######## mem_access_ctrl ########
**mem_access_ctrl: clock routing**

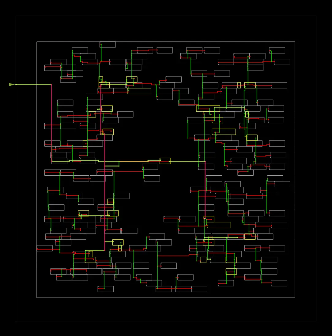
==> config.mk <==
export PLATFORM = sky130hd
export DESIGN_NAME = mem_access_ctrl
export DESIGN_NICKNAME = d
export VERILOG_FILES = /design/src/rtl/mem_access_ctrl.sv
export SDC_FILE = /design/constraint.sdc
export NUM_CORES = 1
export LEC_CHECK = 0
export CORE_AREA = 10 10 131 133
export CTS_BUF_LIST = sky130_fd_sc_hd__clkbuf_8
export CTS_CLUSTER_DIAMETER = 150
export DETAILED_ROUTE_END_ITERATION = 12
export DIE_AREA = 0 0 141 143
export PLACE_DENSITY = 0.95
export RECOVER_POWER = 100
export REMOVE_ABC_BUFFERS = 1
export SYNTH_ARGS = -nofsm -noshare
export SYNTH_HDL_FRONTEND = slang
export SYNTH_SLANG_ARGS = --single-unit
==> constraint.sdc <==
create_clock -name clk -period 2.8 [get_ports clk]
set_clock_uncertainty 0.1 [all_clocks]
set_input_delay 0.56 -clock clk [delete_from_list [all_inputs] [get_ports clk]]
set_output_delay 0.56 -clock clk [all_outputs]
set_load 0.005 [all_outputs]
==> src/rtl/mem_access_ctrl.sv <==
`default_nettype none
// +----------------------------------------------------------------------------+
// | Module      : mem_access_ctrl                                              |
// | Description : MOV/MOC initiator toward the 256x32 data RAM. Runs single    |
// |               byte/half/word accesses and splits double words into two    |
// |               word beats. Byte and half loads are sign- or zero-extended.  |
// |               Define MEM_ACC_TIMEOUT_EN to abort a beat that waits         |
// |               TIMEOUT_CYCLES edges for MOC.                                |
// | Revision    : 1.0 - initial release                                        |
// +----------------------------------------------------------------------------+
module mem_access_ctrl #(
  parameter int TIMEOUT_CYCLES = 16
) (
  input  logic        clk,
  input  logic        reset,
  input  logic        req,
  input  logic        rw,
  input  logic [7:0]  addr,
  input  logic [63:0] wdata,
  input  logic [1:0]  dtype,
  input  logic        signed_ld,
  output logic        busy,
  output logic        done,
  output logic        err,
  output logic [63:0] rdata,
  output logic        MOV,
  output logic        ReadWrite,
  output logic [7:0]  Address,
  output logic [31:0] DataIn,
  output logic [1:0]  DataType,
  input  logic [31:0] DataOut,
  input  logic        MOC
);

  typedef enum logic [2:0] {
    S_IDLE = 3'd0,
    S_ACC1 = 3'd1,
    S_GAP  = 3'd2,
    S_ACC2 = 3'd3,
    S_DONE = 3'd4
  } state_t;

  // Value the wait counter holds at the edge on which one more MOC=0 times out.
  localparam logic [7:0] c_tmo_last = 8'(TIMEOUT_CYCLES - 1);

  state_t      state_q, state_d;
  logic        mov_q, mov_d;
  logic        rw_q, rw_d;
  logic [7:0]  addr_q, addr_d;
  logic [31:0] din_q, din_d;
  logic [1:0]  dt_q, dt_d;
  logic        busy_q, busy_d;
  logic        done_q, done_d;
  logic        err_q, err_d;
  logic [63:0] rdata_q, rdata_d;
  logic [31:0] whi_q, whi_d;   // second-beat store data
  logic        sext_q, sext_d; // sign-extend byte/half loads
  logic [31:0] lo_q, lo_d;     // first-beat load data of a double word
  logic [31:0] w_ext;
  logic        w_tmo;

`ifdef MEM_ACC_TIMEOUT_EN
  logic [7:0] cnt_q;

  // Count MOC=0 edges of the current beat; zero whenever no beat is active.
  always_ff @(posedge clk) begin
    if (reset) begin
      cnt_q <= '0;
    end else if (state_q == S_ACC1 || state_q == S_ACC2) begin
      if (!MOC) cnt_q <= cnt_q + 8'd1;
    end else begin
      cnt_q <= '0;
    end
  end

  assign w_tmo = !MOC && (cnt_q == c_tmo_last);
`else
  logic w_unused_tmo;
  assign w_unused_tmo = ^c_tmo_last;
  assign w_tmo        = 1'b0;
`endif

  // Extend the low byte/half of the RAM word according to the latched type.
  always_comb begin
    case (dt_q)
      2'b00:   w_ext = {{24{sext_q & DataOut[7]}}, DataOut[7:0]};
      2'b01:   w_ext = {{16{sext_q & DataOut[15]}}, DataOut[15:0]};
      default: w_ext = DataOut;
    endcase
  end

  // Next-state and next-output logic; every output is a register.
  always_comb begin
    state_d = state_q;
    mov_d   = mov_q;
    rw_d    = rw_q;
    addr_d  = addr_q;
    din_d   = din_q;
    dt_d    = dt_q;
    busy_d  = busy_q;
    done_d  = done_q;
    err_d   = err_q;
    rdata_d = rdata_q;
    whi_d   = whi_q;
    sext_d  = sext_q;
    lo_d    = lo_q;
    case (state_q)
      S_IDLE: begin
        if (req) begin
          rw_d    = rw;
          addr_d  = addr;
          din_d   = wdata[31:0];
          dt_d    = dtype;
          whi_d   = wdata[63:32];
          sext_d  = signed_ld;
          mov_d   = 1'b1;
          busy_d  = 1'b1;
          state_d = S_ACC1;
        end
      end
      S_ACC1: begin
        if (MOC) begin
          mov_d = 1'b0;
          if (dt_q == 2'b11) begin
            // Address wraps 255 -> 0 naturally in 8 bits.
            addr_d  = addr_q + 8'd1;
            din_d   = whi_q;
            if (rw_q) lo_d = DataOut;
            state_d = S_GAP;
          end else begin
            if (rw_q) rdata_d = {32'h0, w_ext};
            done_d  = 1'b1;
            err_d   = 1'b0;
            state_d = S_DONE;
          end
        end else if (w_tmo) begin
          mov_d   = 1'b0;
          done_d  = 1'b1;
          err_d   = 1'b1;
          state_d = S_DONE;
        end
      end
      S_GAP: begin
        // One MOV-low cycle so the RAM sees a fresh MOV edge for beat two.
        mov_d   = 1'b1;
        state_d = S_ACC2;
      end
      S_ACC2: begin
        if (MOC) begin
          mov_d = 1'b0;
          if (rw_q) rdata_d = {DataOut, lo_q};
          done_d  = 1'b1;
          err_d   = 1'b0;
          state_d = S_DONE;
        end else if (w_tmo) begin
          mov_d   = 1'b0;
          done_d  = 1'b1;
          err_d   = 1'b1;
          state_d = S_DONE;
        end
      end
      S_DONE: begin
        done_d  = 1'b0;
        err_d   = 1'b0;
        busy_d  = 1'b0;
        state_d = S_IDLE;
      end
      default: state_d = S_IDLE;
    endcase
  end

  // State and output registers with synchronous reset.
  always_ff @(posedge clk) begin
    if (reset) begin
      state_q <= S_IDLE;
      mov_q   <= 1'b0;
      rw_q    <= 1'b1;
      addr_q  <= '0;
      din_q   <= '0;
      dt_q    <= '0;
      busy_q  <= 1'b0;
      done_q  <= 1'b0;
      err_q   <= 1'b0;
      rdata_q <= '0;
      whi_q   <= '0;
      sext_q  <= 1'b0;
      lo_q    <= '0;
    end else begin
      state_q <= state_d;
      mov_q   <= mov_d;
      rw_q    <= rw_d;
      addr_q  <= addr_d;
      din_q   <= din_d;
      dt_q    <= dt_d;
      busy_q  <= busy_d;
      done_q  <= done_d;
      err_q   <= err_d;
      rdata_q <= rdata_d;
      whi_q   <= whi_d;
      sext_q  <= sext_d;
      lo_q    <= lo_d;
    end
  end

  assign MOV       = mov_q;
  assign ReadWrite = rw_q;
  assign Address   = addr_q;
  assign DataIn    = din_q;
  assign DataType  = dt_q;
  assign busy      = busy_q;
  assign done      = done_q;
  assign err       = err_q;
  assign rdata     = rdata_q;

endmodule
`default_nettype wire

==> results.toml <==
# yosys + openroad results
[setup_path]
crit_start = "state_q[1]"
crit_path_end = "whi_q[25]"
start_kind = "register"
rrSetupSlack_ns = 0.31
crit_type = "register to register"

[layout]
clock_area_share_pct = 4.137
largest_class = "flip-flops and latches"
fin_util_pct = 70.03
area_growth_pct = 36.51

[power_and_ir_drop]
seq_cell_power_w = 0.00271
maxPowerGroup = "registers"
combPwrFrac_pct = 15.2
seqPwrFrac_pct = 50.3
p_sw_w = 0.001378

[drt]
dr.max_layer_used = "met4"
viasPerCell = 5.635

[clocking]
clkLatencyLatePin_ns = 0.44

[sta]
drv_slew = 0
finalSetupTns_ns = 0
timing.fmax_mhz = 401.2
hold_ws_ns = 0.3490

[die]
n_tap_cell = 184
dieWidth_um = 141
placement_rows = 44

[synthesis]
top_area_cell = "dfxtp_1"
yosysWarnings = 0
avgSynthCellArea_um2 = 8.078

[global_route]
antenna_found_initial = 1
use_met3_pct = 10.25

[outcome]
status = "complete, no violations"
Notes on 'clock routing' of mem_access_ctrl above:
Clk. pwr: 0.00186 W
CTS sink count: 178
Num CTS Buffers: 17

## cell families after synthesis
kind of cell               Yosys count  synth area share (%)
and+or+nand+nor                    424                 24.18
AOI/OAI and AO/OA                  225                 22.03
DFF                                178                 48.16
buffers and inverters               86                 5.276
muxes                                1                0.1353
adders and majority gates            1                0.1691
other                                1               0.05068
## registers in the layout (all words and copies together), names as in the netlist
signal     count
lo_q          32
done           1
state_q        3
MOV            1
DataIn        32
rdata         64
sext_q         1
ReadWrite      1
whi_q         32
busy           1
DataType       2
Address        8
## cell usage in the layout (no fill, tap or decap), types with 2 or more instances in the layout
cell             instances
nand3_1                 47
clkbuf_8                18
o31a_1                   2
clkinvlp_4               2
dfxtp_1                178
o221ai_1                16
buf_4                   12
nand3b_1                 2
nor2_1                  49
a211oi_1                 2
clkbuf_1                 6
nand2b_1                 2
a311oi_2                31
a21oi_1                131
clkbuf_2                 2
and2_0                   2
o32ai_1                  2
nor3_1                   3
nand2_1                283
clkdlybuf4s50_1        111
a31oi_1                  2
a311oi_1                10
clkinv_2                 3
o211ai_1                 9
and2_1                  19
or3_1                    2
bufinv_16                4
o21ai_0                 15
inv_1                    6
buf_12                   4
and3_1                   2
dlygate4sd3_1          109

######## md5_arbiter_flat ########
**src/rtl/md5_arbiter_if.sv**
```systemverilog
// Bundle of request, word-load, core and result signals shared between the
// MD5 arbiter and its requesters / core / result consumer.
interface md5_arbiter_if #(
  parameter int NREQ = 4
);
  logic [NREQ-1:0]    req_i;
  logic [NREQ-1:0]    gnt_o;
  logic [NREQ-1:0]    wvalid_i;
  logic [NREQ*32-1:0] wdata_i;
  logic               wready_o;
  logic [479:0]       core_msg_o;
  logic               core_start_o;
  logic               core_done_i;
  logic [127:0]       core_hash_i;
  logic [127:0]       hash_o;
  logic [2:0]         hash_id_o;
  logic               hash_valid_o;
  logic               hash_ready_i;
  logic               err_o;

  // arbiter side
  modport slave (
    input  req_i, wvalid_i, wdata_i, core_done_i, core_hash_i, hash_ready_i,
    output gnt_o, wready_o, core_msg_o, core_start_o, hash_o, hash_id_o,
    hash_valid_o, err_o
  );

  // requester / core / consumer side
  modport master (
    output req_i, wvalid_i, wdata_i, core_done_i, core_hash_i, hash_ready_i,
    input  gnt_o, wready_o, core_msg_o, core_start_o, hash_o, hash_id_o,
    hash_valid_o, err_o
  );
endinterface

```
**src/rtl/md5_arbiter.sv**
```systemverilog
// Round-robin arbiter sharing one MD5 core between NREQ requesters.
// A granted requester streams 15 message words, the core is started,
// and its digest is held for the consumer tagged with the requester index.
module md5_arbiter #(
  parameter int NREQ = 4,
  parameter int TMO  = 255
) (
  input  logic          clk_i,
  input  logic          rst_i,
  md5_arbiter_if.slave  bus
);

  typedef enum logic [2:0] {IDLE, LOAD, START, WAIT, RESULT} state_t;

  state_t            state, state_nxt;
  logic [2:0]        rr_ptr, idx, pick, idx_inc;
  logic [3:0]        pick_sum;
  logic              any_req;
  logic [2*NREQ-1:0] req_dbl;
  logic [NREQ-1:0]   req_rot;
  logic [3:0]        wcnt;
  logic [15:0]       tcnt;
  logic [14:0][31:0] msg;
  logic [127:0]      hash_q;
  logic [2:0]        hash_id_q;
  logic              sel_req, sel_valid;
  logic [31:0]       sel_data;
  logic              timeout;
  logic [NREQ-1:0]   gnt;

  // Round-robin pick: rotate requests so rr_ptr sits at bit 0, take the
  // lowest set bit, and map it back to an absolute index modulo NREQ.
  always_comb begin
    req_dbl  = {bus.req_i, bus.req_i};
    req_rot  = NREQ'(req_dbl >> rr_ptr);
    any_req  = 1'b0;
    pick     = rr_ptr;
    pick_sum = '0;
    for (int k = NREQ - 1; k >= 0; k--) begin
      if (req_rot[k]) begin
        any_req  = 1'b1;
        pick_sum = {1'b0, rr_ptr} + 4'(k);
        if (pick_sum >= 4'(NREQ)) pick_sum = pick_sum - 4'(NREQ);
        pick     = pick_sum[2:0];
      end
    end
  end

  // Select the latched requester's request, word-valid and data lanes.
  always_comb begin
    sel_req   = 1'b0;
    sel_valid = 1'b0;
    sel_data  = '0;
    for (int k = 0; k < NREQ; k++) begin
      if (idx == 3'(k)) begin
        sel_req   = bus.req_i[k];
        sel_valid = bus.wvalid_i[k];
        sel_data  = bus.wdata_i[32*k +: 32];
      end
    end
  end

  assign idx_inc = (idx == 3'(NREQ - 1)) ? 3'd0 : idx + 3'd1;
  // Last permitted WAIT cycle: the TMO-th cycle after entering WAIT.
  assign timeout = (tcnt == 16'(TMO - 1));

  // State register.
  always_ff @(posedge clk_i or negedge rst_i) begin
    if (!rst_i) state <= IDLE;
    else        state <= state_nxt;
  end

  // Next-state decode; an abort (request drop) beats a final word and
  // core_done beats a coincident timeout.
  always_comb begin
    state_nxt = state;
    case (state)
      IDLE:   if (any_req) state_nxt = LOAD;
      LOAD: begin
        if (!sel_req)                              state_nxt = IDLE;
        else if (sel_valid && wcnt == 4'd14)       state_nxt = START;
      end
      START:  state_nxt = WAIT;
      WAIT: begin
        if (bus.core_done_i)                       state_nxt = RESULT;
        else if (timeout)                          state_nxt = IDLE;
      end
      RESULT: if (bus.hash_ready_i) state_nxt = IDLE;
      default: state_nxt = IDLE;
    endcase
  end

  // Datapath: index latch, word buffer, timeout counter, digest capture
  // and round-robin pointer advance at the end of each job.
  always_ff @(posedge clk_i or negedge rst_i) begin
    if (!rst_i) begin
      rr_ptr    <= '0;
      idx       <= '0;
      wcnt      <= '0;
      tcnt      <= '0;
      msg       <= '0;
      hash_q    <= '0;
      hash_id_q <= '0;
    end else begin
      case (state)
        IDLE: if (any_req) idx <= pick;
        LOAD: begin
          if (!sel_req) begin
            wcnt   <= '0;
            rr_ptr <= idx_inc;
          end else if (sel_valid) begin
            msg[wcnt] <= sel_data;
            wcnt      <= (wcnt == 4'd14) ? 4'd0 : wcnt + 4'd1;
          end
        end
        START: tcnt <= '0;
        WAIT: begin
          if (bus.core_done_i) begin
            hash_q    <= bus.core_hash_i;
            hash_id_q <= idx;
            tcnt      <= '0;
          end else if (timeout) begin
            rr_ptr <= idx_inc;
            tcnt   <= '0;
          end else begin
            tcnt <= tcnt + 16'd1;
          end
        end
        RESULT: if (bus.hash_ready_i) rr_ptr <= idx_inc;
        default: ;
      endcase
    end
  end

  // Grant is a pure decode of registered state and index.
  always_comb begin
    gnt = '0;
    if (state == LOAD || state == START) begin
      for (int k = 0; k < NREQ; k++) gnt[k] = (idx == 3'(k));
    end
  end

  assign bus.gnt_o        = gnt;
  assign bus.wready_o     = (state == LOAD);
  assign bus.core_start_o = (state == START);
  assign bus.core_msg_o   = msg;
  assign bus.hash_o       = hash_q;
  assign bus.hash_id_o    = hash_id_q;
  assign bus.hash_valid_o = (state == RESULT);
  assign bus.err_o        = (state == WAIT) && timeout && !bus.core_done_i;

endmodule

```
**src/flat_wrapper.sv**
```systemverilog
// flat-port wrapper written by rule: the top's interface ports become plain ports
module md5_arbiter_flat 
#(
  parameter int NREQ = 4,
  parameter int TMO  = 255
)
  (clk_i, rst_i, bus_req_i, bus_wvalid_i, bus_wdata_i, bus_core_done_i, bus_core_hash_i, bus_hash_ready_i, bus_gnt_o, bus_wready_o, bus_core_msg_o, bus_core_start_o, bus_hash_o, bus_hash_id_o, bus_hash_valid_o, bus_err_o);
  md5_arbiter_if #(.NREQ(NREQ)) bus_i ();
  input  logic clk_i;
  input  logic rst_i;
  input wire logic [$bits(bus_i.req_i)-1:0] bus_req_i;
  input wire logic [$bits(bus_i.wvalid_i)-1:0] bus_wvalid_i;
  input wire logic [$bits(bus_i.wdata_i)-1:0] bus_wdata_i;
  input wire logic [$bits(bus_i.core_done_i)-1:0] bus_core_done_i;
  input wire logic [$bits(bus_i.core_hash_i)-1:0] bus_core_hash_i;
  input wire logic [$bits(bus_i.hash_ready_i)-1:0] bus_hash_ready_i;
  output wire logic [$bits(bus_i.gnt_o)-1:0] bus_gnt_o;
  output wire logic [$bits(bus_i.wready_o)-1:0] bus_wready_o;
  output wire logic [$bits(bus_i.core_msg_o)-1:0] bus_core_msg_o;
  output wire logic [$bits(bus_i.core_start_o)-1:0] bus_core_start_o;
  output wire logic [$bits(bus_i.hash_o)-1:0] bus_hash_o;
  output wire logic [$bits(bus_i.hash_id_o)-1:0] bus_hash_id_o;
  output wire logic [$bits(bus_i.hash_valid_o)-1:0] bus_hash_valid_o;
  output wire logic [$bits(bus_i.err_o)-1:0] bus_err_o;
  assign bus_i.req_i = bus_req_i;
  assign bus_i.wvalid_i = bus_wvalid_i;
  assign bus_i.wdata_i = bus_wdata_i;
  assign bus_i.core_done_i = bus_core_done_i;
  assign bus_i.core_hash_i = bus_core_hash_i;
  assign bus_i.hash_ready_i = bus_hash_ready_i;
  assign bus_gnt_o = bus_i.gnt_o;
  assign bus_wready_o = bus_i.wready_o;
  assign bus_core_msg_o = bus_i.core_msg_o;
  assign bus_core_start_o = bus_i.core_start_o;
  assign bus_hash_o = bus_i.hash_o;
  assign bus_hash_id_o = bus_i.hash_id_o;
  assign bus_hash_valid_o = bus_i.hash_valid_o;
  assign bus_err_o = bus_i.err_o;
  md5_arbiter #(.NREQ(NREQ), .TMO(TMO)) u_core (.clk_i(clk_i), .rst_i(rst_i), .bus(bus_i));
endmodule
```
**config.mk**
```make
export PLATFORM = sky130hd
export DESIGN_NAME = md5_arbiter_flat
export DESIGN_NICKNAME = d
export VERILOG_FILES = /design/src/rtl/md5_arbiter_if.sv /design/src/rtl/md5_arbiter.sv /design/src/flat_wrapper.sv
export SDC_FILE = /design/constraint.sdc
export NUM_CORES = 1
export LEC_CHECK = 0
export CAP_MARGIN = 25
export CORE_AREA = 4 4 344 346
export DETAILED_ROUTE_END_ITERATION = 7
export DIE_AREA = 0 0 348 350
export SKIP_LAST_GASP = 1
export SLEW_MARGIN = 25
export SYNTH_ARGS = -nofsm -noshare
export SYNTH_HDL_FRONTEND = slang
export SYNTH_SLANG_ARGS = --single-unit
```
**constraint.sdc**
```tcl
create_clock -name clk_i -period 2.51 [get_ports clk_i]
set_input_delay 0.502 -clock clk_i [delete_from_list [all_inputs] [get_ports clk_i]]
set_output_delay 0.502 -clock clk_i [all_outputs]
set_load 0.02 [all_outputs]
```
**md5_arbiter_flat: floorplan with the power grid**

Pins as bars on the die edge.
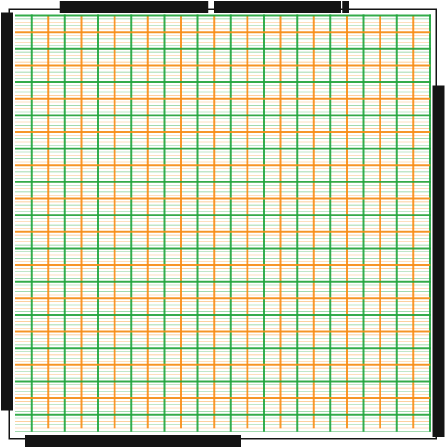
orange -> VDD
green -> VSS
rows = 125
met5 straps = 25
met1 rails = 126
met4 straps = 25
Worst VDD drop: 0.8582 mV
Core ar.: 115,400 um^2

==> results.toml <==
# yosys + openroad results
[outcome]
status = "finished, violations left"
violations = "negative setup slack"

[synthesis]
ys_area_um2 = 25950
synthTopLogicFamily = "multiplexers"
ys.flops = 640

[sta]
rsz0062_at_grt = "yes"
setup_violations = 463
setup_ws_ns = -0.2605

[setup_path]
worstPathArrival_ns = 3.26

[layout]
logic_area_um2 = 10750
drive_above_1_share_pct = 33.06
flops = 640
buf_share_pct = 30.88

[clocking]
clkTransAtPathRegs_ns = 0.06
cts_hold_buf = 1

[drt]
first_pass_iters = 5

[global_route]
use_met3_pct = 5.418
grt_pass1_wl_um = 179700
met1_usage_pct = 26.52

[flow_run]
drv_cap = 0

[die]
initial_utilization_pct = 22.49
**md5_arbiter_flat: sequential cells coloured by netlist name**

Other sequential cells in the stronger grey, the rest of the logic in the fainter grey.
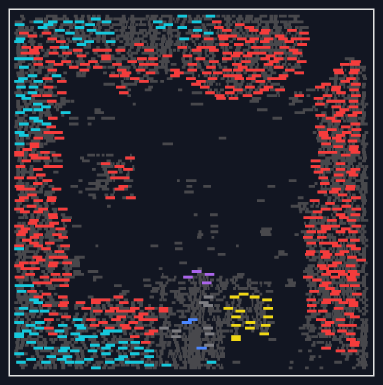
cyan -> u_core.bus.hash_o  # flops 128
purple -> u_core.wcnt  # flops 4, where south
red -> u_core.bus.core_msg_o  # flops 480, where all over the die
yellow -> u_core.tcnt  # flops 16
blue -> u_core.idx  # flops 3
not coloured = 9
flop share of the area: 35.46%
seq pwr: 0.0117 W
Final Core Density: 39.13%
Flop area: 16,020 um^2

## layout by cell type (no fill, tap or decap), drive strengths merged, types with 4 or more instances in the layout
cell | synthesis | final
a21o | 5 | 5
a21oi | 9 | 9
a22o | 32 | 32
a22oi | 33 | 33
and2 | 8 | 8
buf | 24 | 324
bufinv | 0 | 4
clkbuf | 139 | 118
clkdlybuf4s50 | 0 | 877
clkinv | 0 | 17
dfrtp | 640 | 640
diode | 0 | 7
ha | 7 | 7
inv | 12 | 15
mux2 | 356 | 356
nand2 | 95 | 95
nand2b | 9 | 9
nand3 | 8 | 8
nand3b | 12 | 12
nand4b | 5 | 5
nor2 | 35 | 35
nor2b | 11 | 11
o21ai | 621 | 621
xnor2 | 7 | 7
xor2 | 6 | 6
## worst register-to-register path: cells and delay by family (launching register included)
family          cells  cell delay, ns
flops               1            0.42
simple gates        1            0.22
fa+ha+maj           1            0.17
buf+inv             7            0.97
compound gates      4            0.86
## routing by layer
metal | part of all wire, % | wire, um
met2 | 48 | 63650
met3 | 7.9 | 10610
met1 | 42 | 55600
met4 | 2.8 | 3778
met5 | 0.012 | 16

######## serial_word_packer ########
**serial_word_packer: sequential cells coloured by netlist name**

Other sequential cells in the stronger grey, the rest of the logic in the fainter grey.
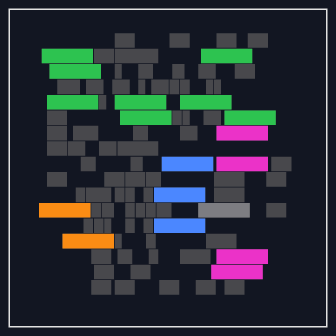
## config.mk

```make
export PLATFORM = sky130hd
export DESIGN_NAME = serial_word_packer
export DESIGN_NICKNAME = d
export VERILOG_FILES = /design/src/rtl/serial_word_packer_pkg.sv /design/src/rtl/serial_shift_reg.sv /design/src/rtl/serial_word_packer.sv
export SDC_FILE = /design/constraint.sdc
export NUM_CORES = 1
export LEC_CHECK = 0
export CORE_MARGIN = 4
export CORE_UTILIZATION = 37
export DETAILED_ROUTE_END_ITERATION = 10
export PLACE_DENSITY = 0.6
export SYNTH_ARGS = -nofsm -noshare
export SYNTH_HDL_FRONTEND = slang
export SYNTH_SLANG_ARGS = --single-unit
```

## constraint.sdc

```tcl
create_clock -name clk -period 3.19 [get_ports clk]
set_clock_uncertainty 0.2 [all_clocks]
set_input_delay 0.7975 -clock clk [delete_from_list [all_inputs] [get_ports clk]]
set_output_delay 0.7975 -clock clk [all_outputs]
set_load 0.01 [all_outputs]
```

## src/rtl/serial_word_packer_pkg.sv

```systemverilog
`default_nettype none
// ---------------------------------------------------------------------------
// serial_word_packer_pkg : shared word/counter widths for packer and reducer
// Revision: 1.0
// ---------------------------------------------------------------------------
package serial_word_packer_pkg;

  localparam int WORD_WIDTH  = 4;
  localparam int COUNT_WIDTH = 8;

  // Width of a counter that must hold 0..width-1; never narrower than 1 bit.
  function automatic int fill_width(input int width);
    return (width > 2) ? $clog2(width) : 1;
  endfunction

endpackage : serial_word_packer_pkg
`default_nettype wire

```

## src/rtl/serial_shift_reg.sv

```systemverilog
`default_nettype none
// ---------------------------------------------------------------------------
// serial_shift_reg : WIDTH-bit serial-in shifter with sync clear
// Revision: 1.0
// ---------------------------------------------------------------------------
module serial_shift_reg #(
  parameter int WIDTH     = 4,
  parameter bit MSB_FIRST = 1'b1
) (
  input  logic             clk,
  input  logic             rst_n,
  input  logic             i_clear,
  input  logic             i_shift,
  input  logic             i_bit,
  output logic [WIDTH-1:0] o_next
);

  logic [WIDTH-1:0] r_sr;
  logic [WIDTH-1:0] w_next;

  // o_next is the value after shifting in i_bit, so the top can capture a
  // completed word on the same edge that accepts its final bit.
  generate
    if (MSB_FIRST) begin : g_msb_first
      assign w_next = {r_sr[WIDTH-2:0], i_bit};
    end else begin : g_lsb_first
      assign w_next = {i_bit, r_sr[WIDTH-1:1]};
    end
  endgenerate

  always_ff @(posedge clk or negedge rst_n) begin
    if (!rst_n) begin
      r_sr <= '0;
    end else if (i_clear) begin
      r_sr <= '0;
    end else if (i_shift) begin
      r_sr <= w_next;
    end
  end

  assign o_next = w_next;

endmodule : serial_shift_reg
`default_nettype wire

```

## src/rtl/serial_word_packer.sv

```systemverilog
`default_nettype none
// ---------------------------------------------------------------------------
// serial_word_packer : packs a serial bit stream into WIDTH-bit words with
//                      valid/ready output and backpressure on the bit source
// Revision: 1.0
// ---------------------------------------------------------------------------
module serial_word_packer
  import serial_word_packer_pkg::*;
#(
  parameter int WIDTH     = WORD_WIDTH,
  parameter bit MSB_FIRST = 1'b1,
  parameter int CNT_W     = COUNT_WIDTH
) (
  input  logic                          clk,
  input  logic                          rst_n,
  input  logic                          clear,
  input  logic                          bit_in,
  input  logic                          bit_valid,
  output logic                          bit_ready,
  output logic [WIDTH-1:0]              word_out,
  output logic                          word_valid,
  input  logic                          word_ready,
  output logic [fill_width(WIDTH)-1:0]  fill_level,
  output logic [CNT_W-1:0]              word_count
);

  localparam int                c_FW   = fill_width(WIDTH);
  localparam logic [c_FW-1:0]   c_LAST = c_FW'(WIDTH - 1);

  logic [c_FW-1:0]  r_fill;
  logic [WIDTH-1:0] r_word;
  logic             r_valid;
  logic [CNT_W-1:0] r_count;

  logic             w_last;
  logic             w_ready;
  logic             w_accept;
  logic             w_complete;
  logic             w_handshake;
  logic [WIDTH-1:0] w_next_word;

  assign w_last      = (r_fill == c_LAST);
  // Only the word-completing bit can stall: it needs a free output slot.
  assign w_ready     = !(w_last && r_valid && !word_ready);
  assign w_accept    = bit_valid && w_ready && !clear;
  assign w_complete  = w_accept && w_last;
  assign w_handshake = r_valid && word_ready && !clear;

  serial_shift_reg #(
    .WIDTH     (WIDTH),
    .MSB_FIRST (MSB_FIRST)
  ) u_shift (
    .clk     (clk),
    .rst_n   (rst_n),
    .i_clear (clear),
    .i_shift (w_accept),
    .i_bit   (bit_in),
    .o_next  (w_next_word)
  );

  always_ff @(posedge clk or negedge rst_n) begin
    if (!rst_n) begin
      r_fill  <= '0;
      r_word  <= '0;
      r_valid <= 1'b0;
      r_count <= '0;
    end else if (clear) begin
      r_fill  <= '0;
      r_valid <= 1'b0;
    end else begin
      if (w_accept) begin
        r_fill <= w_last ? '0 : r_fill + c_FW'(1);
      end
      if (w_complete) begin
        r_word  <= w_next_word;
        r_valid <= 1'b1;
      end else if (w_handshake) begin
        r_valid <= 1'b0;
      end
      if (w_handshake) begin
        r_count <= r_count + CNT_W'(1);
      end
    end
  end

  assign bit_ready  = w_ready;
  assign word_out   = r_word;
  assign word_valid = r_valid;
  assign fill_level = r_fill;
  assign word_count = r_count;

endmodule : serial_word_packer
`default_nettype wire

```

==> results.toml <==
# yosys + openroad results
[outcome]
status = "complete, no violations"

[sta]
hold_viol_final = 0
setup_violations = 0
rsz0062_at_grt = "no"

[die]
die_h_um = 55.71
io_pins = 22

[min_path]
hp-start = "word_count[7]"
holdPathStages = 1
hold_end = "word_count[7]"

[clocking]
post_cts_buffers = 0

[synthesis]
syn_inst = 68
synth_area_um2 = 842.1
ys_area_um2 = 842.1
fp_nets = 76

[drt]
met1Wirelength_um = 726
ant_nets = 0

[placed_design]
io_buffers = 21
dp_slack_ns = 0.06973

[global_route]
grt-ovfl-total = 0
antenna_found_initial = 0

[power_and_ir_drop]
vdd_drop_max_mv = 0.2468
combPwrFrac_pct = 11.4

[layout]
area_growth_pct = 30.91
fin_nets = 102

[setup_path]
critPathMostFrequentCell = "clkdlybuf4s50_1"
worstPathArrival_ns = 2.11

[flow_run]
drv_cap = 0
Notes on 'sequential cells coloured by netlist name' of serial_word_packer above:
magenta -> word_out  # flops 4
blue -> u_shift.r_sr  # flops 3
orange -> fill_level  # flops 2
green -> word_count  # flops 8
seq pwr: 0.000242 W
flop share of the area: 40.86%
Flop area: 450.4 um^2
Final Core Density: 50.31%

[flip-flops by register name, summed over array words and instances (netlist names)]
signal,count
word_out,4
word_valid,1
u_shift.r_sr,3
word_count,8
fill_level,2
[synth_stat cells, drive strengths merged]
master / number
dfrtp: 18
a21oi: 5
mux2: 5
nand3: 5
o21ai: 5
inv: 4
xor2: 4
xnor2: 3
buf: 2
ha: 2
nand2: 2
nor2: 2
nor3: 2
and3b: 1
and4b: 1
nand2b: 1
nand3b: 1
nand4: 1
nand4b: 1
nor4: 1
o21bai: 1
or3: 1
[cell type report]
class,instances,area (um^2)
repair buffers,23,225.2
multi-input cells,44,354.1
clock buffers,3,22.52
inverters,4,15.01
well taps,28,35.03
flip-flops and latches,18,450.4
fillers,215,1089
[worst max-delay path: cells and delay by family]
| kind | cells | cell delay [ns] |
|---|---|---|
| and+or+nand+nor | 1 | 0.24 |
| buffers and inverters | 3 | 1.07 |
[power groups by stage]
stage	Clock (W)	Combinational [W]	Sequential (W)
after floorplan	0	0.0000155	0.000248
after global placement	0	0.0000447	0.000246
after detailed placement	0	0.0000458	0.000246
after CTS	0.000112	0.0000461	0.000242
after global routing	0.000124	0.0000488	0.000243
final	0.000106	0.0000447	0.000242

######## timed_switch_bank ########
## src/rtl/timed_switch_bank.sv

```systemverilog
// Bank of independent timed switches: per-channel period/on-time counters with continuous and one-shot modes.
// Optional dead-time on init-to-~init transitions is enabled with `define TSW_DEADTIME_EN.
//
// state | meaning
// IDLE  | channel halted, sw = init, configuration writes accepted
// RUN   | count cycles 0..P-1, sw = ~init while count < T, writes rejected
module timed_switch_bank #(
  parameter int CHANNELS = 4,
  parameter int CNT_W    = 16,
  parameter int DEAD     = 2
) (
  input  logic                clk,
  input  logic                rst_n,
  input  logic                wr_en,
  input  logic [3:0]          wr_ch,
  input  logic [1:0]          wr_addr,
  input  logic [CNT_W-1:0]    wr_data,
  input  logic [CHANNELS-1:0] start,
  input  logic [CHANNELS-1:0] stop,
  output logic [CHANNELS-1:0] sw,
  output logic [CHANNELS-1:0] busy,
  output logic [CHANNELS-1:0] done,
  output logic                wr_err
);

  typedef enum logic {IDLE = 1'b0, RUN = 1'b1} state_t;

  state_t              state_q  [CHANNELS];
  state_t              state_d  [CHANNELS];
  logic [CNT_W-1:0]    period_q [CHANNELS];
  logic [CNT_W-1:0]    period_d [CHANNELS];
  logic [CNT_W-1:0]    ontime_q [CHANNELS];
  logic [CNT_W-1:0]    ontime_d [CHANNELS];
  logic [CNT_W-1:0]    count_q  [CHANNELS];
  logic [CNT_W-1:0]    count_d  [CHANNELS];
  logic [CHANNELS-1:0] mode_q, mode_d;
  logic [CHANNELS-1:0] init_q, init_d;
  logic [CHANNELS-1:0] sw_d, done_d;
  logic                wr_err_d;
  logic                wr_oob;

  assign wr_oob = ({1'b0, wr_ch} >= 5'(CHANNELS));

  // Writes are folded into the effective config first, so a same-cycle start sees the new values.
  always_comb begin
    logic             wr_hit;
    logic             on;
    logic [CNT_W-1:0] last;
    wr_hit   = 1'b0;
    on       = 1'b0;
    last     = '0;
    wr_err_d = wr_en && (wr_oob || (wr_addr == 2'd3));
    mode_d   = mode_q;
    init_d   = init_q;
    sw_d     = '0;
    done_d   = '0;
    for (int ch = 0; ch < CHANNELS; ch++) begin
      period_d[ch] = period_q[ch];
      ontime_d[ch] = ontime_q[ch];
      state_d[ch]  = state_q[ch];
      count_d[ch]  = count_q[ch];

      wr_hit = wr_en && (wr_ch == 4'(ch)) && (wr_addr != 2'd3);
      if (wr_hit) begin
        if (state_q[ch] == RUN) begin
          wr_err_d = 1'b1;
        end else begin
          case (wr_addr)
            2'd0:    period_d[ch] = wr_data;
            2'd1:    ontime_d[ch] = wr_data;
            2'd2:    begin
              mode_d[ch] = wr_data[1];
              init_d[ch] = wr_data[0];
            end
            default: ;
          endcase
        end
      end

      last = period_q[ch] - CNT_W'(1);
      if (stop[ch]) begin
        state_d[ch] = IDLE;
        count_d[ch] = '0;
      end else if (state_q[ch] == RUN) begin
        if (count_q[ch] == last) begin
          count_d[ch] = '0;
          if (mode_q[ch]) state_d[ch] = IDLE;
        end else begin
          count_d[ch] = count_q[ch] + CNT_W'(1);
        end
      end else if (start[ch]) begin
        if (period_d[ch] != '0) begin
          state_d[ch] = RUN;
          count_d[ch] = '0;
        end else begin
          wr_err_d = 1'b1;
        end
      end

      on = (state_d[ch] == RUN) && (count_d[ch] < ontime_d[ch]);
`ifdef TSW_DEADTIME_EN
      // Already-active output stays active across a wrap; only a fresh turn-on waits DEAD cycles.
      on = on && ((count_d[ch] >= CNT_W'(DEAD)) ||
                  ((state_q[ch] == RUN) && (sw[ch] != init_q[ch])));
`endif
      sw_d[ch]   = on ? ~init_d[ch] : init_d[ch];
      done_d[ch] = (state_d[ch] == RUN) && mode_d[ch] &&
                   (count_d[ch] == period_d[ch] - CNT_W'(1));
    end
  end

  always_ff @(posedge clk or negedge rst_n) begin
    if (!rst_n) begin
      for (int ch = 0; ch < CHANNELS; ch++) begin
        state_q[ch]  <= IDLE;
        period_q[ch] <= '0;
        ontime_q[ch] <= '0;
        count_q[ch]  <= '0;
      end
      mode_q <= '0;
      init_q <= '0;
      sw     <= '0;
      done   <= '0;
      wr_err <= 1'b0;
    end else begin
      for (int ch = 0; ch < CHANNELS; ch++) begin
        state_q[ch]  <= state_d[ch];
        period_q[ch] <= period_d[ch];
        ontime_q[ch] <= ontime_d[ch];
        count_q[ch]  <= count_d[ch];
      end
      mode_q <= mode_d;
      init_q <= init_d;
      sw     <= sw_d;
      done   <= done_d;
      wr_err <= wr_err_d;
    end
  end

  always_comb begin
    busy = '0;
    for (int ch = 0; ch < CHANNELS; ch++) begin
      busy[ch] = (state_q[ch] == RUN);
    end
  end

endmodule
```

## config.mk

```make
export PLATFORM = sky130hd
export DESIGN_NAME = timed_switch_bank
export DESIGN_NICKNAME = d
export VERILOG_FILES = /design/src/rtl/timed_switch_bank.sv
export SDC_FILE = /design/constraint.sdc
export NUM_CORES = 1
export LEC_CHECK = 0
export CAP_MARGIN = 20
export CORE_ASPECT_RATIO = 1.1
export CORE_MARGIN = 2
export CORE_UTILIZATION = 60
export DETAILED_ROUTE_END_ITERATION = 8
export DONT_BUFFER_PORTS = 1
export PLACE_DENSITY = 0.76
export SYNTH_ARGS = -nofsm -noshare
export SYNTH_HDL_FRONTEND = slang
export SYNTH_SLANG_ARGS = --single-unit
```

## constraint.sdc

```tcl
create_clock -name clk -period 16.2 [get_ports clk]
set_clock_uncertainty 0.05 [all_clocks]
set_input_delay 2.43 -clock clk [delete_from_list [all_inputs] [get_ports clk]]
set_output_delay 2.43 -clock clk [all_outputs]
set_load 0.05 [all_outputs]
```

**timed_switch_bank: a small window of the routed layout**

Region (17, 114) to (67, 164) um. Cells in grey, sequential cells in the stronger grey; small squares are vias.
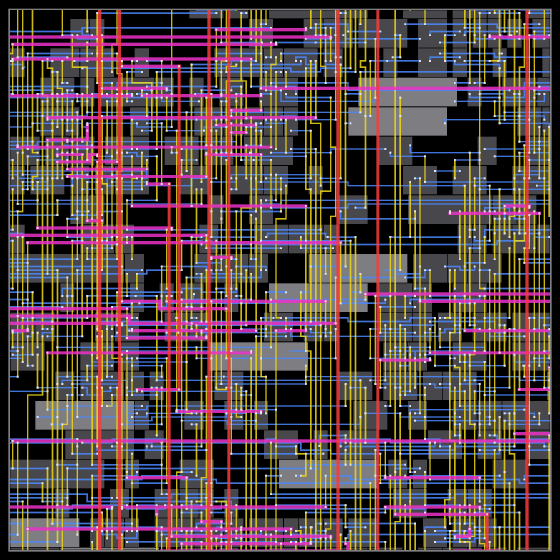
magenta -> met3
blue -> met1
yellow -> met2
red -> met4
cells with their middle in the window = 194
most frequent = nand2_1 (24), xnor2_1 (19), nor3_1 (16)
sequential cells in the window = 8
netlist names of flops here include = count_q (4), period_q (4)

==> results.toml <==
# yosys + openroad results
[drt]
met2WireLength_um = 27540
met1Wirelength_um = 24280
first_pass_iters = 6
wl_met3_um = 5981

[die]
placement_rows = 66

[layout]
area_growth_pct = 5.564
diodes = 1
flops = 213

[synthesis]
synth_area_um2 = 17860
synthTopCellsByCount = "274 x nand2_1, 213 x dfrtp_1, 145 x nor2_1"
avgSynthCellArea_um2 = 8.091
yosysWarnings = 0

[global_route]
use_met2_pct = 62.21

[sta]
worst_pin_slew_ns = 1.035
drv_slew = 0

[power_and_ir_drop]
vdd_drop_max_mv = 0.1019
switching_share_pct = 33.60
combPwrFrac_pct = 25.5
powerDensity_nw_per_um2 = 90.31
p_clk_w = 0.000628

[setup_path]
crit_family = "simple AND/OR/NAND/NOR gates"
start_kind = "input pin"
slowest_stage = "nor4b_1"
rr_worst_depth = 26

[outcome]
status = "complete, no violations"

[min_path]
hold_path.class = "register to register"

[clocking]
cts_sinks = 213

[flow_run]
warning_count = 30
**timed_switch_bank: sequential cells coloured by netlist name**

Other sequential cells in the stronger grey, the rest of the logic in the fainter grey.
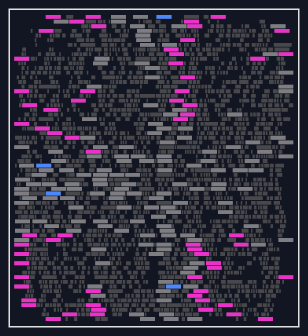
magenta -> count_q  # flops 64, where all over the die
blue -> sw  # flops 4
seq pwr: 0.000640 W
flop share of the area: 28.28%
Final Core Density: 64.12%
Flop area: 5330 um^2

[cells by family (layout without fill, tap and decap cells)]
group | after synthesis | after routing | share of synthesized area, %
XOR/XNOR | 187 | 187 | 9.327
AND-OR/OR-AND | 466 | 466 | 17.53
other | 0 | 1 | 0
flip-flops | 213 | 213 | 29.85
adder cells (fa/ha/maj) | 73 | 73 | 5.115
multiplexers | 117 | 117 | 6.846
AND/OR/NAND/NOR | 883 | 883 | 25.55
buffers and inverters | 268 | 192 | 5.788
[cells in the final DEF (no fill, tap or decap), types with 20 or more instances in the layout]
| master | instances |
|---|---|
| a21o_1 | 25 |
| nand3_1 | 85 |
| nor2_1 | 145 |
| inv_1 | 123 |
| o21ai_0 | 137 |
| and3_1 | 43 |
| xnor2_1 | 118 |
| mux2i_1 | 88 |
| o31ai_1 | 28 |
| nand2b_1 | 29 |
| dfrtp_1 | 213 |
| mux2_2 | 27 |
| a211oi_1 | 20 |
| nand2_1 | 274 |
| ha_1 | 73 |
| nand4_1 | 37 |
| a21oi_1 | 69 |
| nor4_1 | 29 |
| clkbuf_16 | 25 |
| a31oi_1 | 23 |
| nor3_1 | 76 |
| buf_4 | 22 |
| xor2_1 | 67 |

######## traffic_tally ########
**traffic_tally: sequential cells coloured by netlist name**

Other sequential cells in the stronger grey, the rest of the logic in the fainter grey.
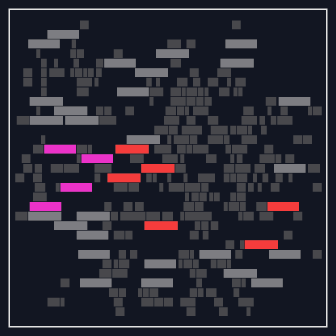
**traffic_tally: a small window of the routed layout**

Region (0, 40) to (50, 90) um. Cells in grey, sequential cells in the stronger grey; small squares are vias.
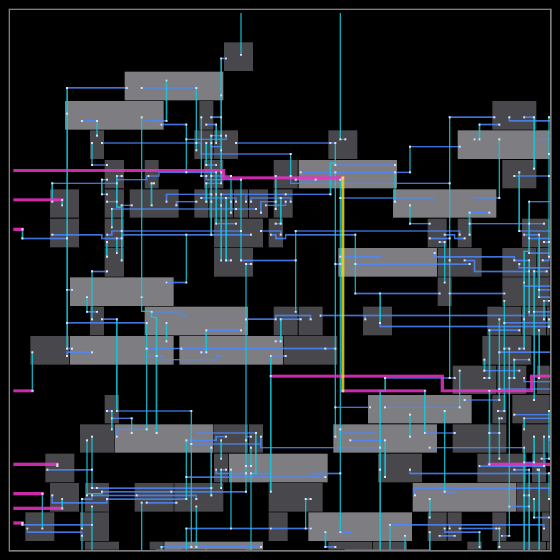
**traffic_tally: logic cells by family**

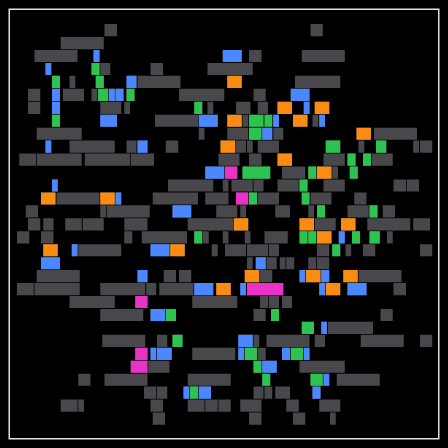
[src/rtl/traffic_pkg.sv]
// Shared widths and defaults for the car tally and the light controller.
package traffic_pkg;

  localparam int unsigned COUNT_W                = 6;
  localparam int unsigned DIGIT_W                = 4;
  localparam int unsigned MAX_COUNT_DEFAULT      = 60;
  localparam int unsigned OVERFLOW_LIMIT_DEFAULT = 5;

  typedef struct packed {
    logic [DIGIT_W-1:0] tens;
    logic [DIGIT_W-1:0] ones;
  } bcd_t;

  function automatic bcd_t bcd_inc(input bcd_t v);
    bcd_t r;
    r = v;
    if (v.ones == DIGIT_W'(9)) begin
      r.ones = '0;
      r.tens = v.tens + DIGIT_W'(1);
    end else begin
      r.ones = v.ones + DIGIT_W'(1);
    end
    return r;
  endfunction

endpackage

[src/rtl/tally_channel.sv]
// One sensor channel: 2-flop synchroniser, falling-edge detect, binary + BCD car counter.
module tally_channel
  import traffic_pkg::*;
#(
  parameter int unsigned MAX_COUNT = MAX_COUNT_DEFAULT
) (
  input  logic               clk_i,
  input  logic               rst_i,
  input  logic               ir_i,
  input  logic               clear_i,
  input  logic               sat_i,
  output logic               hit_max_o,
  output logic [COUNT_W-1:0] count_o,
  output logic [DIGIT_W-1:0] ones_o,
  output logic [DIGIT_W-1:0] tens_o
);

  localparam logic [COUNT_W:0] MaxVal = (COUNT_W + 1)'(MAX_COUNT);

  logic               s1_q, s2_q, prev_q;
  logic               evt;
  logic               at_max;
  logic [COUNT_W-1:0] count_q, count_d;
  bcd_t               bcd_q, bcd_d;

  // Sensor is active-low, so a car arriving is a 1 -> 0 transition.
  assign evt       = prev_q & ~s2_q;
  assign at_max    = ({1'b0, count_q} == MaxVal);
  assign hit_max_o = evt & (({1'b0, count_q} + (COUNT_W + 1)'(1)) == MaxVal);

  always_comb begin
    count_d = count_q;
    bcd_d   = bcd_q;
    if (clear_i) begin
      count_d = '0;
      bcd_d   = '0;
    end else if (evt && !(sat_i && at_max)) begin
      count_d = count_q + COUNT_W'(1);
      bcd_d   = bcd_inc(bcd_q);
    end
  end

  always_ff @(posedge clk_i or posedge rst_i) begin
    if (rst_i) begin
      s1_q    <= 1'b1;
      s2_q    <= 1'b1;
      prev_q  <= 1'b1;
      count_q <= '0;
      bcd_q   <= '0;
    end else begin
      s1_q    <= ir_i;
      s2_q    <= s1_q;
      prev_q  <= s2_q;
      count_q <= count_d;
      bcd_q   <= bcd_d;
    end
  end

  assign count_o = count_q;
  assign ones_o  = bcd_q.ones;
  assign tens_o  = bcd_q.tens;

endmodule

[src/rtl/traffic_tally.sv]
// Per-direction car tally with shared wrap and snapshot of heavy-direction flags.
// Build option TRAFFIC_TALLY_SATURATE_EN: channels saturate independently, no wrap.
module traffic_tally
  import traffic_pkg::*;
#(
  parameter int unsigned MAX_COUNT      = MAX_COUNT_DEFAULT,
  parameter int unsigned OVERFLOW_LIMIT = OVERFLOW_LIMIT_DEFAULT
) (
  input  logic               clk_1hz,
  input  logic               reset_counts,
  input  logic               ud_ir_i,
  input  logic               lr_ir_i,
  input  logic               snap_i,
  output logic [COUNT_W-1:0] ud_count_o,
  output logic [COUNT_W-1:0] lr_count_o,
  output logic [DIGIT_W-1:0] ud_ones_o,
  output logic [DIGIT_W-1:0] ud_tens_o,
  output logic [DIGIT_W-1:0] lr_ones_o,
  output logic [DIGIT_W-1:0] lr_tens_o,
  output logic               ud_heavy_o,
  output logic               lr_heavy_o,
  output logic               wrap_pulse_o
);

  localparam logic [COUNT_W:0] OvfLim = (COUNT_W + 1)'(OVERFLOW_LIMIT);

  logic             ud_hit, lr_hit;
  logic             clear, sat;
  logic             ud_heavy_q, lr_heavy_q, wrap_pulse_q;
  logic [COUNT_W:0] ud_ext, lr_ext;

`ifdef TRAFFIC_TALLY_SATURATE_EN
  assign sat   = 1'b1;
  assign clear = 1'b0;
`else
  assign sat   = 1'b0;
  // Clear has priority in the channel, so a same-edge event on the other side is dropped.
  assign clear = ud_hit | lr_hit;
`endif

  tally_channel #(
    .MAX_COUNT (MAX_COUNT)
  ) u_ud (
    .clk_i     (clk_1hz),
    .rst_i     (reset_counts),
    .ir_i      (ud_ir_i),
    .clear_i   (clear),
    .sat_i     (sat),
    .hit_max_o (ud_hit),
    .count_o   (ud_count_o),
    .ones_o    (ud_ones_o),
    .tens_o    (ud_tens_o)
  );

  tally_channel #(
    .MAX_COUNT (MAX_COUNT)
  ) u_lr (
    .clk_i     (clk_1hz),
    .rst_i     (reset_counts),
    .ir_i      (lr_ir_i),
    .clear_i   (clear),
    .sat_i     (sat),
    .hit_max_o (lr_hit),
    .count_o   (lr_count_o),
    .ones_o    (lr_ones_o),
    .tens_o    (lr_tens_o)
  );

  assign ud_ext = {1'b0, ud_count_o};
  assign lr_ext = {1'b0, lr_count_o};

  always_ff @(posedge clk_1hz or posedge reset_counts) begin
    if (reset_counts) begin
      ud_heavy_q   <= 1'b0;
      lr_heavy_q   <= 1'b0;
      wrap_pulse_q <= 1'b0;
    end else begin
      wrap_pulse_q <= clear;
      if (snap_i) begin
        ud_heavy_q <= (ud_ext >= lr_ext + OvfLim);
        lr_heavy_q <= (lr_ext >= ud_ext + OvfLim);
      end
    end
  end

  assign ud_heavy_o   = ud_heavy_q;
  assign lr_heavy_o   = lr_heavy_q;
  assign wrap_pulse_o = wrap_pulse_q;

endmodule

[config.mk]
export PLATFORM = sky130hd
export DESIGN_NAME = traffic_tally
export DESIGN_NICKNAME = d
export VERILOG_FILES = /design/src/rtl/traffic_pkg.sv /design/src/rtl/tally_channel.sv /design/src/rtl/traffic_tally.sv
export SDC_FILE = /design/constraint.sdc
export NUM_CORES = 1
export LEC_CHECK = 0
export ABC_AREA = 0
export CAP_MARGIN = 30
export CORE_UTILIZATION = 30
export DETAILED_ROUTE_END_ITERATION = 10
export PLACE_DENSITY = 0.49
export SYNTH_ARGS = -nofsm -noshare
export SYNTH_HDL_FRONTEND = slang
export SYNTH_SLANG_ARGS = --single-unit
[constraint.sdc]
create_clock -name clk_1hz -period 2.2 [get_ports clk_1hz]
set_input_delay 0.33 -clock clk_1hz [delete_from_list [all_inputs] [get_ports clk_1hz]]
set_output_delay 0.33 -clock clk_1hz [all_outputs]
set_load 0.1 [all_outputs]
==> results.toml <==
# yosys + openroad results
[sta]
finalSetupTns_ns = 0
timing.fmax_mhz = 502.1

[drt]
first_pass_iters = 4
drc = 0
wl_per_cell_um = 12.81
ant_nets = 0

[setup_path]
worstSetupEndpointType = "register"
rrSetupSlack_ns = 0.21
slowest_delay_ns = 0.47
slowest_stage = "dfrtp_2"

[layout]
design_area_um2 = 2794
area_growth_pct = 20.51
drive_above_1_share_pct = 28.04
diodes = 0

[clocking]
cts_root_buffer = "clkbuf_8"
post_cts_resized = 0
clkLatencyLatePin_ns = 0.29
cts_max_level = 2
cts_hold_buf = 0

[synthesis]
topCellsByArea = "dfrtp_1 33%, ha_1 11%, dfstp_2 6.8%"
yosysWarnings = 0
ff_type = "dfrtp_1"
ys_area_um2 = 2318

[min_path]
hold_end = "u_lr.s2_q"
holdPathStages = 0

[global_route]
use_met2_pct = 18.97
grt_start_max_net_pins = 38
top_usage_layer = "met2"

[power_and_ir_drop]
fin_total_pwr_w = 0.004255

[flow_run]
warning_count = 30

[die]
die_area_um2 = 8084

[outcome]
status = "complete, no violations"

[placed_design]
hpwl_um = 3362
Notes on 'sequential cells coloured by netlist name' of traffic_tally above:
magenta -> u_lr.tens_o  # flops 4, where west
red -> u_ud.count_o  # flops 6
flop share of the area: 33.90%
Flop area: 947.2 um^2
seq pwr: 0.00120 W
Final Core Density: 37.91%

Notes on 'a small window of the routed layout' of traffic_tally above:
cyan -> met2
yellow -> met4
blue -> met1
magenta -> met3
sequential cells in the window = 16
cells with their middle in the window = 87
netlist names of flops here include = u_lr.count_o (4), u_lr.ones_o (4), u_ud.count_o (3)
most frequent = buf_4 (9)

Notes on 'logic cells by family' of traffic_tally above:
magenta -> AND-OR and OR-AND gates  # cells 6, most used a21o_1
blue -> NOR gates  # cells 46, most used nor2_1, where all over the die
orange -> XOR/XNOR gates  # cells 22, most used xor2_1
green -> inverting AOI/OAI gates  # cells 38, most used a21oi_1, where all over the die
post-route insts no fill: 370
most frequent logic cell in the layout: buf_4
combinational share of cell area: 45.41%

==> sequential cells by signal (all words and copies together) (netlist names) <==
| name | flops |
|---|---|
| u_ud.ones_o | 4 |
| u_ud.s2_q | 1 |
| lr_heavy_o | 1 |
| u_lr.s1_q | 1 |
| u_ud.count_o | 6 |
| u_ud.tens_o | 4 |
| u_lr.count_o | 6 |
| u_lr.prev_q | 1 |
| ud_heavy_o | 1 |
| u_lr.ones_o | 4 |
| u_lr.s2_q | 1 |
| u_lr.tens_o | 4 |
| wrap_pulse_o | 1 |
| u_ud.prev_q | 1 |
| u_ud.s1_q | 1 |
==> final cells by class <==
cell class                 instances  area [um^2]  share of cell area, %
inverter                           9        33.78                  1.209
multi-input combinational        176         1269                  45.41
clock inverter                     3        21.27                 0.7613
tap                               99        123.9                  4.434
clock buffer                       5        68.82                  2.463
timing repair buffer              41        330.3                  11.82
sequential                        37        947.2                  33.90
==> report_power, final <==
group,switching [W],internal (W)
Clock,0.000268,0.000225
Combinational,0.00182,0.000735
Sequential,0.000336,0.000868
Total,0.00243,0.00183
==> worst max-delay path, delay by kind of cell (launching register included) <==
family,cells,cell delay [ns]
xor+xnor,1,0.17
flops,1,0.47
fa+ha+maj,2,0.57
compound gates,5,0.67


==> screenshots <==
Floorplan with the power grid.
Pins as bars on the die edge.
picture 1
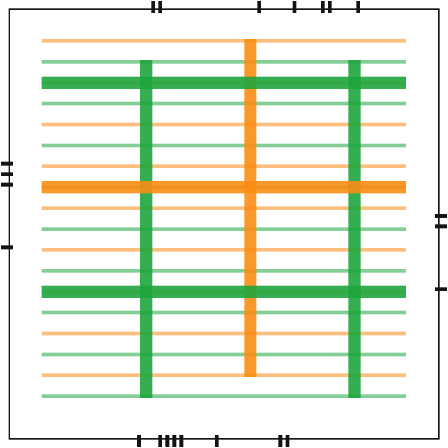
picture 2
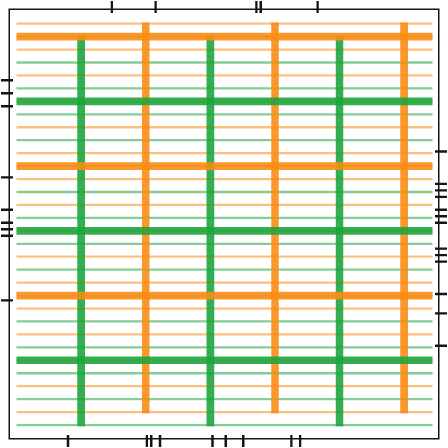
picture 3
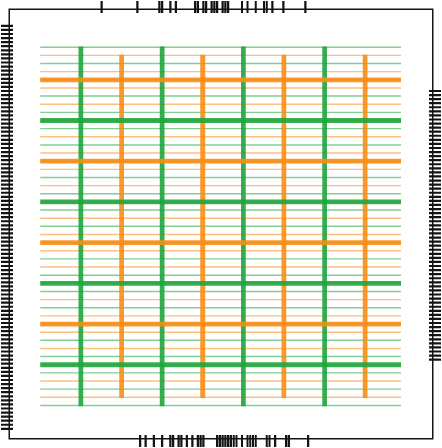
picture 4
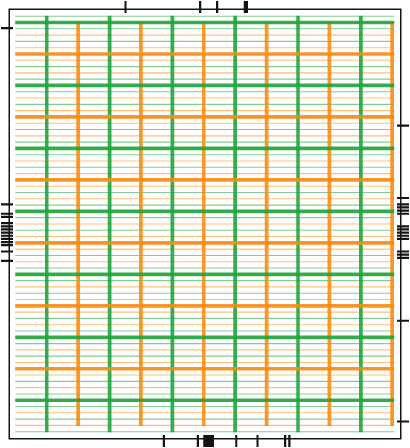
Picture 1 is serial_word_packer.
Picture 4 is timed_switch_bank.
Picture 2 is traffic_tally.
Picture 3 is mem_access_ctrl.
Of these, fewest pins: picture 1
Of these, largest die: picture 4

Power figures rest on the tool's default switching activity, not on a simulated workload.
